# ---- usb_xfer_ctrl ----
--- src/rtl/usb_xfer_ctrl.sv ---
// USB full-speed device endpoint transaction controller: decodes receiver packet ends,
// chooses the ACK/NAK/DATAx response, sequences the transmitter and tracks data toggle.
module usb_xfer_ctrl #(
    parameter int unsigned TIMEOUT = 144
) (
    input  logic       clk,
    input  logic       n_rst,
    input  logic [2:0] rx_packet,
    input  logic       rx_transfer_active,
    input  logic       rx_error,
    input  logic [6:0] buffer_occupancy,
    input  logic       host_data_ready,
    input  logic       host_rx_ack,
    input  logic       tx_done,
    output logic       tx_start,
    output logic [1:0] tx_packet,
    output logic       d_mode,
    output logic       rx_data_ready,
    output logic       tx_complete,
    output logic       proto_error,
    output logic       flush
);

    localparam int unsigned CW = $clog2(TIMEOUT + 1);

    localparam logic [2:0] S_IDLE      = 3'd0;
    localparam logic [2:0] S_OUT_DATA  = 3'd1;
    localparam logic [2:0] S_SEND_ACK  = 3'd2;
    localparam logic [2:0] S_SEND_NAK  = 3'd3;
    localparam logic [2:0] S_SEND_DATA = 3'd4;
    localparam logic [2:0] S_WAIT_HS   = 3'd5;
    localparam logic [2:0] S_ERR       = 3'd6;

    localparam logic [2:0] RX_OUT = 3'd0;
    localparam logic [2:0] RX_IN  = 3'd1;
    localparam logic [2:0] RX_ACK = 3'd2;

    localparam logic [1:0] TX_ACK = 2'd2;
    localparam logic [1:0] TX_NAK = 2'd3;

    logic [2:0]    state_q, state_d;
    logic [CW-1:0] cnt_q;
    logic          rx_active_q;
    logic          toggle_q, toggle_d;
    logic          out_pending_q;
    logic          out_set;
    logic          enter_q, enter_d;
    logic          tx_start_q;
    logic [1:0]    tx_packet_q;
    logic          d_mode_q;
    logic          tx_complete_q, tx_complete_d;
    logic          proto_error_q, proto_error_d;
    logic          flush_q, flush_d;

    logic pkt_end, pkt_good, timeout, counting, in_send_q, in_send_d;

    assign pkt_end   = rx_active_q & ~rx_transfer_active;
    assign pkt_good  = pkt_end & ~rx_error;
    assign counting  = (state_q == S_OUT_DATA) || (state_q == S_WAIT_HS);
    // Compare one short so the ERR pulses appear exactly TIMEOUT cycles after entry.
    assign timeout   = counting && (cnt_q == CW'(TIMEOUT - 1));
    assign in_send_q = (state_q == S_SEND_ACK) || (state_q == S_SEND_NAK) || (state_q == S_SEND_DATA);
    assign in_send_d = (state_d == S_SEND_ACK) || (state_d == S_SEND_NAK) || (state_d == S_SEND_DATA);
    assign enter_d   = in_send_d && (state_d != state_q);

    always_comb begin
        state_d       = state_q;
        toggle_d      = toggle_q;
        out_set       = 1'b0;
        flush_d       = 1'b0;
        proto_error_d = 1'b0;
        tx_complete_d = 1'b0;
        case (state_q)
            S_IDLE: begin
                if (pkt_good && rx_packet == RX_OUT) begin
                    state_d = S_OUT_DATA;
                end else if (pkt_good && rx_packet == RX_IN) begin
                    state_d = (host_data_ready && buffer_occupancy != '0) ? S_SEND_DATA : S_SEND_NAK;
                end
            end
            S_OUT_DATA: begin
                if (pkt_end) begin
                    if (rx_error) begin
                        state_d       = S_ERR;
                        proto_error_d = 1'b1;
                        flush_d       = 1'b1;
                    end else if (out_pending_q) begin
                        state_d = S_SEND_NAK;
                        flush_d = 1'b1;
                    end else begin
                        state_d = S_SEND_ACK;
                        out_set = 1'b1;
                    end
                end else if (timeout) begin
                    state_d       = S_ERR;
                    proto_error_d = 1'b1;
                    flush_d       = 1'b1;
                end
            end
            S_SEND_ACK, S_SEND_NAK, S_SEND_DATA: begin
                if (tx_done && d_mode_q) begin
                    state_d = (state_q == S_SEND_DATA) ? S_WAIT_HS : S_IDLE;
                end
            end
            S_WAIT_HS: begin
                if (pkt_end) begin
                    if (!rx_error && rx_packet == RX_ACK) begin
                        toggle_d      = ~toggle_q;
                        tx_complete_d = 1'b1;
                    end
                    state_d = S_IDLE;
                end else if (timeout) begin
                    state_d       = S_ERR;
                    proto_error_d = 1'b1;
                    flush_d       = 1'b1;
                end
            end
            S_ERR:   state_d = S_IDLE;
            default: state_d = S_IDLE;
        endcase
    end

    always_ff @(posedge clk or negedge n_rst) begin
        if (!n_rst) begin
            state_q       <= S_IDLE;
            cnt_q         <= '0;
            rx_active_q   <= 1'b0;
            toggle_q      <= 1'b0;
            out_pending_q <= 1'b0;
            enter_q       <= 1'b0;
            tx_start_q    <= 1'b0;
            tx_packet_q   <= TX_NAK;
            d_mode_q      <= 1'b0;
            tx_complete_q <= 1'b0;
            proto_error_q <= 1'b0;
            flush_q       <= 1'b0;
        end else begin
            state_q       <= state_d;
            rx_active_q   <= rx_transfer_active;
            toggle_q      <= toggle_d;
            enter_q       <= enter_d;
            tx_start_q    <= enter_q;
            tx_complete_q <= tx_complete_d;
            proto_error_q <= proto_error_d;
            flush_q       <= flush_d;

            if (state_d != state_q) begin
                cnt_q <= '0;
            end else if (counting) begin
                cnt_q <= cnt_q + 1'b1;
            end

            if (out_set) begin
                out_pending_q <= 1'b1;
            end else if (host_rx_ack) begin
                out_pending_q <= 1'b0;
            end

            // Packet code is latched with tx_start and held until the next send.
            if (enter_q && in_send_q) begin
                case (state_q)
                    S_SEND_ACK: tx_packet_q <= TX_ACK;
                    S_SEND_NAK: tx_packet_q <= TX_NAK;
                    default:    tx_packet_q <= {1'b0, toggle_q};
                endcase
            end

            if (enter_q) begin
                d_mode_q <= 1'b1;
            end else if (tx_done) begin
                d_mode_q <= 1'b0;
            end
        end
    end

    assign tx_start      = tx_start_q;
    assign tx_packet     = tx_packet_q;
    assign d_mode        = d_mode_q;
    assign rx_data_ready = out_pending_q;
    assign tx_complete   = tx_complete_q;
    assign proto_error   = proto_error_q;
    assign flush         = flush_q;

endmodule

--- config.mk ---
export PLATFORM = sky130hd
export DESIGN_NAME = usb_xfer_ctrl
export DESIGN_NICKNAME = d
export VERILOG_FILES = /design/src/rtl/usb_xfer_ctrl.sv
export SDC_FILE = /design/constraint.sdc
export NUM_CORES = 1
export LEC_CHECK = 0
export CELL_PAD_IN_SITES_DETAIL_PLACEMENT = 0
export CELL_PAD_IN_SITES_GLOBAL_PLACEMENT = 2
export CORE_MARGIN = 1.5
export CORE_UTILIZATION = 30
export DETAILED_ROUTE_END_ITERATION = 10
export PLACE_DENSITY = 0.8
export SETUP_SLACK_MARGIN = 0.3
export SYNTH_ARGS = -nofsm -noshare
export SYNTH_HDL_FRONTEND = slang
export SYNTH_SLANG_ARGS = --single-unit
--- constraint.sdc ---
create_clock -name clk -period 2.4 [get_ports clk]
set_input_delay 0.36 -clock clk [delete_from_list [all_inputs] [get_ports clk]]
set_output_delay 0.36 -clock clk [all_outputs]
set_load 0.02 [all_outputs]
==> metrics.cfg <==
[pwr]
peakVddDrop_mv=0.351

[floorplanning]
taps=48
die_area_mm2=0.00421

[run_status]
outcome=finished, final reports clean

[clock_tree]
cts_tree=built

[placement]
io_buffers=24

[logic_synthesis]
ys_seq_frac=0.481

[layout]
sh_comb_area=0.376
lay_top_cells=24 x clkdlybuf4s50_1, 20 x dfrtp_1, 14 x buf_4, 12 x nand2_1, 7 x nor2_1
final_nets=175

[timing]
period_used_share=0.918
tns_ns=0
layout_setup_ws_ns=0.197

[global_route]
grt_usage=0.140
met1_usage=0.193

[detailed_routing]
drt-initial-drc-count=25

sequential cells by signal, indices dropped and copies added (netlist names):
signal,count
cnt_q,8
state_q,3
tx_packet,2
d_mode,1
enter_q,1
flush,1
proto_error,1
rx_active_q,1
rx_data_ready,1
toggle_q,1
tx_complete,1
tx_start,1
synthesized netlist by cell type (all sizes together):
cell type	instances
a211oi	1
a21boi	2
a21o	1
a21oi	6
a221o	2
a22o	1
a31oi	1
and2	1
and2b	1
and3	1
and3b	1
buf	1
clkbuf	2
dfrtp	20
dfstp	2
ha	1
inv	3
nand2	12
nand2b	3
nand3	5
nand3b	2
nand4	2
nor2	13
nor2b	4
nor3	4
nor4	4
nor4b	1
o21a	1
o21ai	3
o311ai	1
o32ai	1
o41ai	2
or3	1
or4	2
or4b	1
xnor2	4
xor2	4
metrics by stage:
stage	area, um^2	hold slack [ns]
2_1_floorplan	1150	0.0644
3_3_place_gp	1530	0.459
3_5_place_dp	1530	0.457
4_1_cts	1620	0.451
5_1_grt	1670	0.466
6_report	1670	0.440
critical path, stage by stage, from the launching register on:
cell	delay, ns
dfrtp_1	0.38
or4b_4	0.58
or4_4	0.47
a211oi_4	0.27
a221o_1	0.19
nor2b_4	0.15
o21a_1	0.11
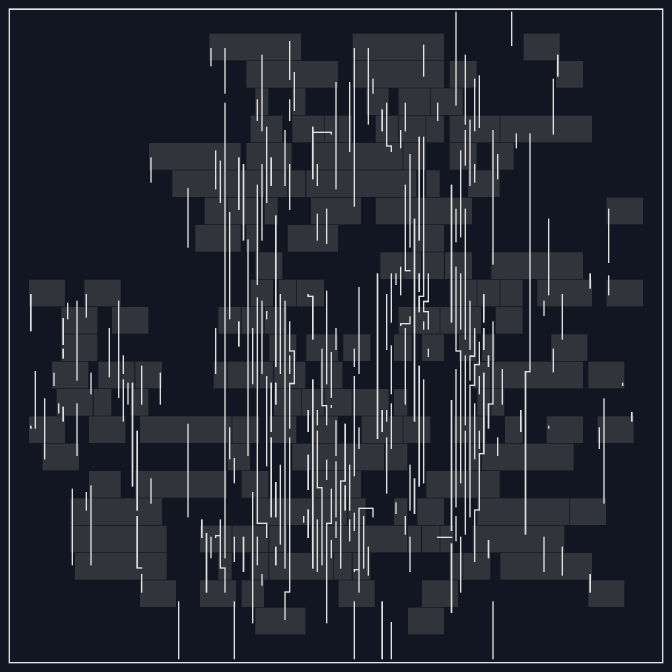
Figure 1: usb_xfer_ctrl, M2 wires.
Cells faint in the background.
share of all routed wire: 46%
main direction: vertical
longest straight run: 45.2 um
nets with wire on the layer: 151
routed wire length: 2.81 mm
met2 Track Usage GR: 0.220
detailed-route via count: 1,025

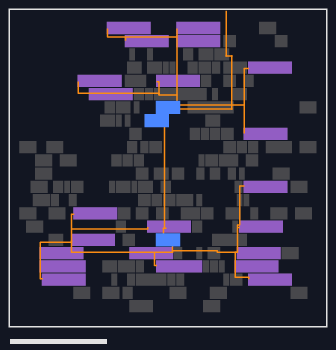
Figure 2: usb_xfer_ctrl, routed clock nets over the placement.
Scale bar: 20 um.
legend:
  clock wires:
    color: orange
    length: 262 um
  cells driving clock nets:
    color: blue
    count: 3
  flip-flops:
    color: purple
    count: 22
flops lie: spread over the die
routed clock nets: 4
Clk. pwr: 0.000342 W
Worst-Skew Late Latency: 0.26 ns
clock share of power: 0.241
clock skew: 0.00553 ns


# ---- wb_commit ----
==> src/rtl/wb_commit.sv <==
// Writeback/commit stage: selects and drives the RF write, keeps a registered copy of the last
// write for decode bypass, counts retired instructions and mispredicts, and halts on SYSTEM.
module wb_commit (
    input  logic        CLK,
    input  logic        RST,
    input  logic [31:0] aluResult_i,
    input  logic [31:0] memReadValue_i,
    input  logic [4:0]  rd_i,
    input  logic [6:0]  opcode_i,
    input  logic [11:0] pc_i,
    input  logic        isBtype_i,
    input  logic        bpr_i,
    input  logic        flush_i,
    output logic        rfWe_o,
    output logic [4:0]  rfWaddr_o,
    output logic [31:0] rfWdata_o,
    output logic        lastValid_o,
    output logic [4:0]  lastRd_o,
    output logic [31:0] lastData_o,
    output logic [31:0] retired_o,
    output logic [15:0] mispred_o,
    output logic        halt_o
);

    localparam logic [6:0] OpLoad   = 7'b0000011;
    localparam logic [6:0] OpIAlu   = 7'b0010011;
    localparam logic [6:0] OpAuipc  = 7'b0010111;
    localparam logic [6:0] OpR      = 7'b0110011;
    localparam logic [6:0] OpLui    = 7'b0110111;
    localparam logic [6:0] OpJalr   = 7'b1100111;
    localparam logic [6:0] OpJal    = 7'b1101111;
    localparam logic [6:0] OpSystem = 7'b1110011;

    typedef enum logic [0:0] {StRun, StHalted} state_e;

    state_e      state_q, state_d;
    logic [31:0] retired_q, retired_d;
    logic [15:0] mispred_q, mispred_d;
    logic        last_valid_q, last_valid_d;
    logic [4:0]  last_rd_q, last_rd_d;
    logic [31:0] last_data_q, last_data_d;

    logic        slot_valid;
    logic        writes_rf;
    logic        rf_we;
    logic [31:0] wdata;

    always_comb begin
        slot_valid = !flush_i && (opcode_i != 7'h00);

        unique case (opcode_i)
            OpLoad:        wdata = memReadValue_i;
            OpJal, OpJalr: wdata = {20'b0, pc_i} + 32'd4;
            default:       wdata = aluResult_i;
        endcase

        unique case (opcode_i)
            OpR, OpIAlu, OpLoad, OpLui, OpAuipc, OpJal, OpJalr: writes_rf = 1'b1;
            default:                                           writes_rf = 1'b0;
        endcase

        // Reset masks the write so nothing commits to the RF during reset.
        rf_we = slot_valid && writes_rf && (rd_i != 5'd0) && (state_q == StRun) && !RST;
    end

    always_comb begin
        state_d      = state_q;
        retired_d    = retired_q;
        mispred_d    = mispred_q;
        last_valid_d = rf_we;
        last_rd_d    = rd_i;
        last_data_d  = wdata;

        if (state_q == StRun && slot_valid) begin
            retired_d = retired_q + 32'd1;
            if (isBtype_i && bpr_i && (mispred_q != 16'hFFFF)) begin
                mispred_d = mispred_q + 16'd1;
            end
            if (opcode_i == OpSystem) begin
                state_d = StHalted;
            end
        end
    end

    always_ff @(posedge CLK) begin
        if (RST) begin
            state_q      <= StRun;
            retired_q    <= 32'd0;
            mispred_q    <= 16'd0;
            last_valid_q <= 1'b0;
            last_rd_q    <= 5'd0;
            last_data_q  <= 32'd0;
        end else begin
            state_q      <= state_d;
            retired_q    <= retired_d;
            mispred_q    <= mispred_d;
            last_valid_q <= last_valid_d;
            last_rd_q    <= last_rd_d;
            last_data_q  <= last_data_d;
        end
    end

    assign rfWe_o      = rf_we;
    assign rfWaddr_o   = rd_i;
    assign rfWdata_o   = wdata;
    assign lastValid_o = last_valid_q;
    assign lastRd_o    = last_rd_q;
    assign lastData_o  = last_data_q;
    assign retired_o   = retired_q;
    assign mispred_o   = mispred_q;
    assign halt_o      = (state_q == StHalted);

endmodule
==> config.mk <==
export PLATFORM = sky130hd
export DESIGN_NAME = wb_commit
export DESIGN_NICKNAME = d
export VERILOG_FILES = /design/src/rtl/wb_commit.sv
export SDC_FILE = /design/constraint.sdc
export NUM_CORES = 1
export LEC_CHECK = 0
export CAP_MARGIN = 25
export CORE_MARGIN = 4
export CORE_UTILIZATION = 40
export CTS_BUF_LIST = sky130_fd_sc_hd__clkbuf_4
export CTS_CLUSTER_SIZE = 12
export DETAILED_ROUTE_END_ITERATION = 8
export PLACE_DENSITY = 0.82
export SYNTH_ARGS = -nofsm -noshare
export SYNTH_HDL_FRONTEND = slang
export SYNTH_SLANG_ARGS = --single-unit
==> constraint.sdc <==
create_clock -name CLK -period 5.4 [get_ports CLK]
set_clock_uncertainty 0.1 [all_clocks]
set_input_delay 1.62 -clock CLK [delete_from_list [all_inputs] [get_ports CLK]]
set_output_delay 1.62 -clock CLK [all_outputs]
set_load 0.05 [all_outputs]
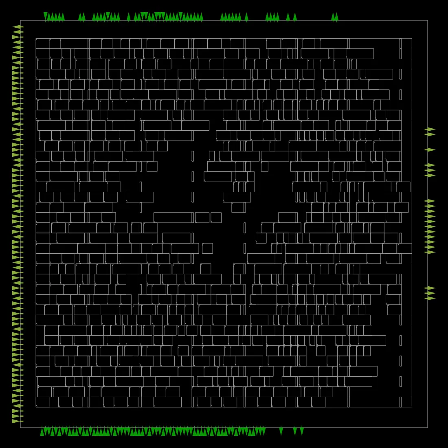
Figure 3: wb_commit, cell outlines without signal wires.
tally of non-filler cells in the final layout: 804
registers: 87
row count: 36
Fill cells: 810
Tapcells: 133

==> metrics.cfg <==
[run_status]
outcome=finished, final reports clean

[timing]
finalWorstPathRequiredPeriod_ns=5.35
whs_ns=0.385

[clock_tree]
clk_path_buf_depth=2
cts_sinks=87

[logic_synthesis]
fa_ha_area_frac=0.00936
synth_top_area_share=0.434
top_area_cell=dfxtp_1
ys_seq_frac=0.434
flop_cell=dfxtp_1

[placement]
gp_congestion=0.902

[detailed_routing]
drc=0
met2_length_mm=7.45

[pwr]
pwr-share-seq=0.504
top_power_group=sequential cells

[layout]
lay_top_count=clkdlybuf4s50_1

[global_route]
grt_usage=0.244

[worst_setup_path]
critical_path.cell_chain=clkdlybuf4s50_1 -> or4_4 -> nor3_4 -> buf_6 -> buf_12 -> a22o_1 -> buf_4

[repair_timing]
| action | in CTS | in global routing |
|---|---|---|
| pin swaps | 1 | 2 |
| cloned | 0 | 0 |
| setup endpoints to repair | 21 | 24 |
| setup buffers | 0 | 0 |
| gates resized | 2 | 15 |
[flip-flops by register name (all words and copies together) (netlist names)]
name and count:
retired_o 32, lastValid_o 1, halt_o 1, lastRd_o 5, mispred_o 16, lastData_o 32
[through the flow]
stage	setup TNS, ns	setup WS [ns]	util
after global routing	-0.0192	-0.00876	0.660
after global placement	-0.546	-0.0335	0.642
after CTS	0	0.00556	0.654
final	0	0.0517	0.660
after detailed placement	-2.01	-0.121	0.642
after floorplan	0	0.00177	-
[worst paths after layout]
path | start | to | slack, ns | cells past startpoint
worst max-delay path | opcode_i[4] | rfWdata_o[17] | 0.05 | 7
worst min-delay path | retired_o[31] | retired_o[31] | 0.39 | 2
worst max register to register | retired_o[5] | retired_o[31] | 2.80 | 5
worst min register to register | retired_o[31] | retired_o[31] | 0.39 | 2
[critical path: cells and delay by family]
kind / cells / cell delay [ns]
buffers and inverters: 4 / 1.01
and+or+nand+nor: 2 / 0.81
AOI/OAI and AO/OA: 1 / 0.17


==> screenshots <==
Logic cells by family.
shot_01.png
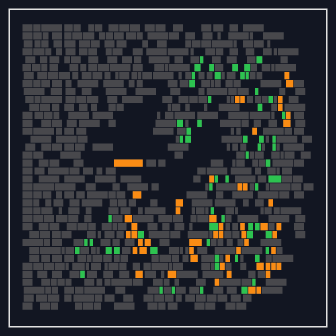
shot_02.png
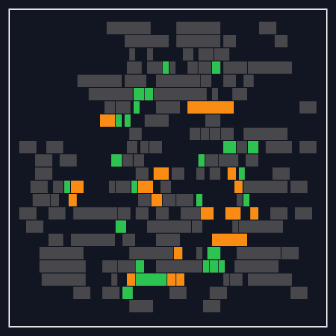
The one with the most cells is shot_01.png.
usb_xfer_ctrl: shot_02.png
wb_commit: shot_01.png

Key to shot_02.png:
legend:
  NAND gates:
    color: green
    cells: 24
    most_used: nand2_1
  inverting AOI/OAI gates:
    color: orange
    cells: 17
    most_used: a21oi_1

Power figures rest on the tool's default switching activity, not on a simulated workload.
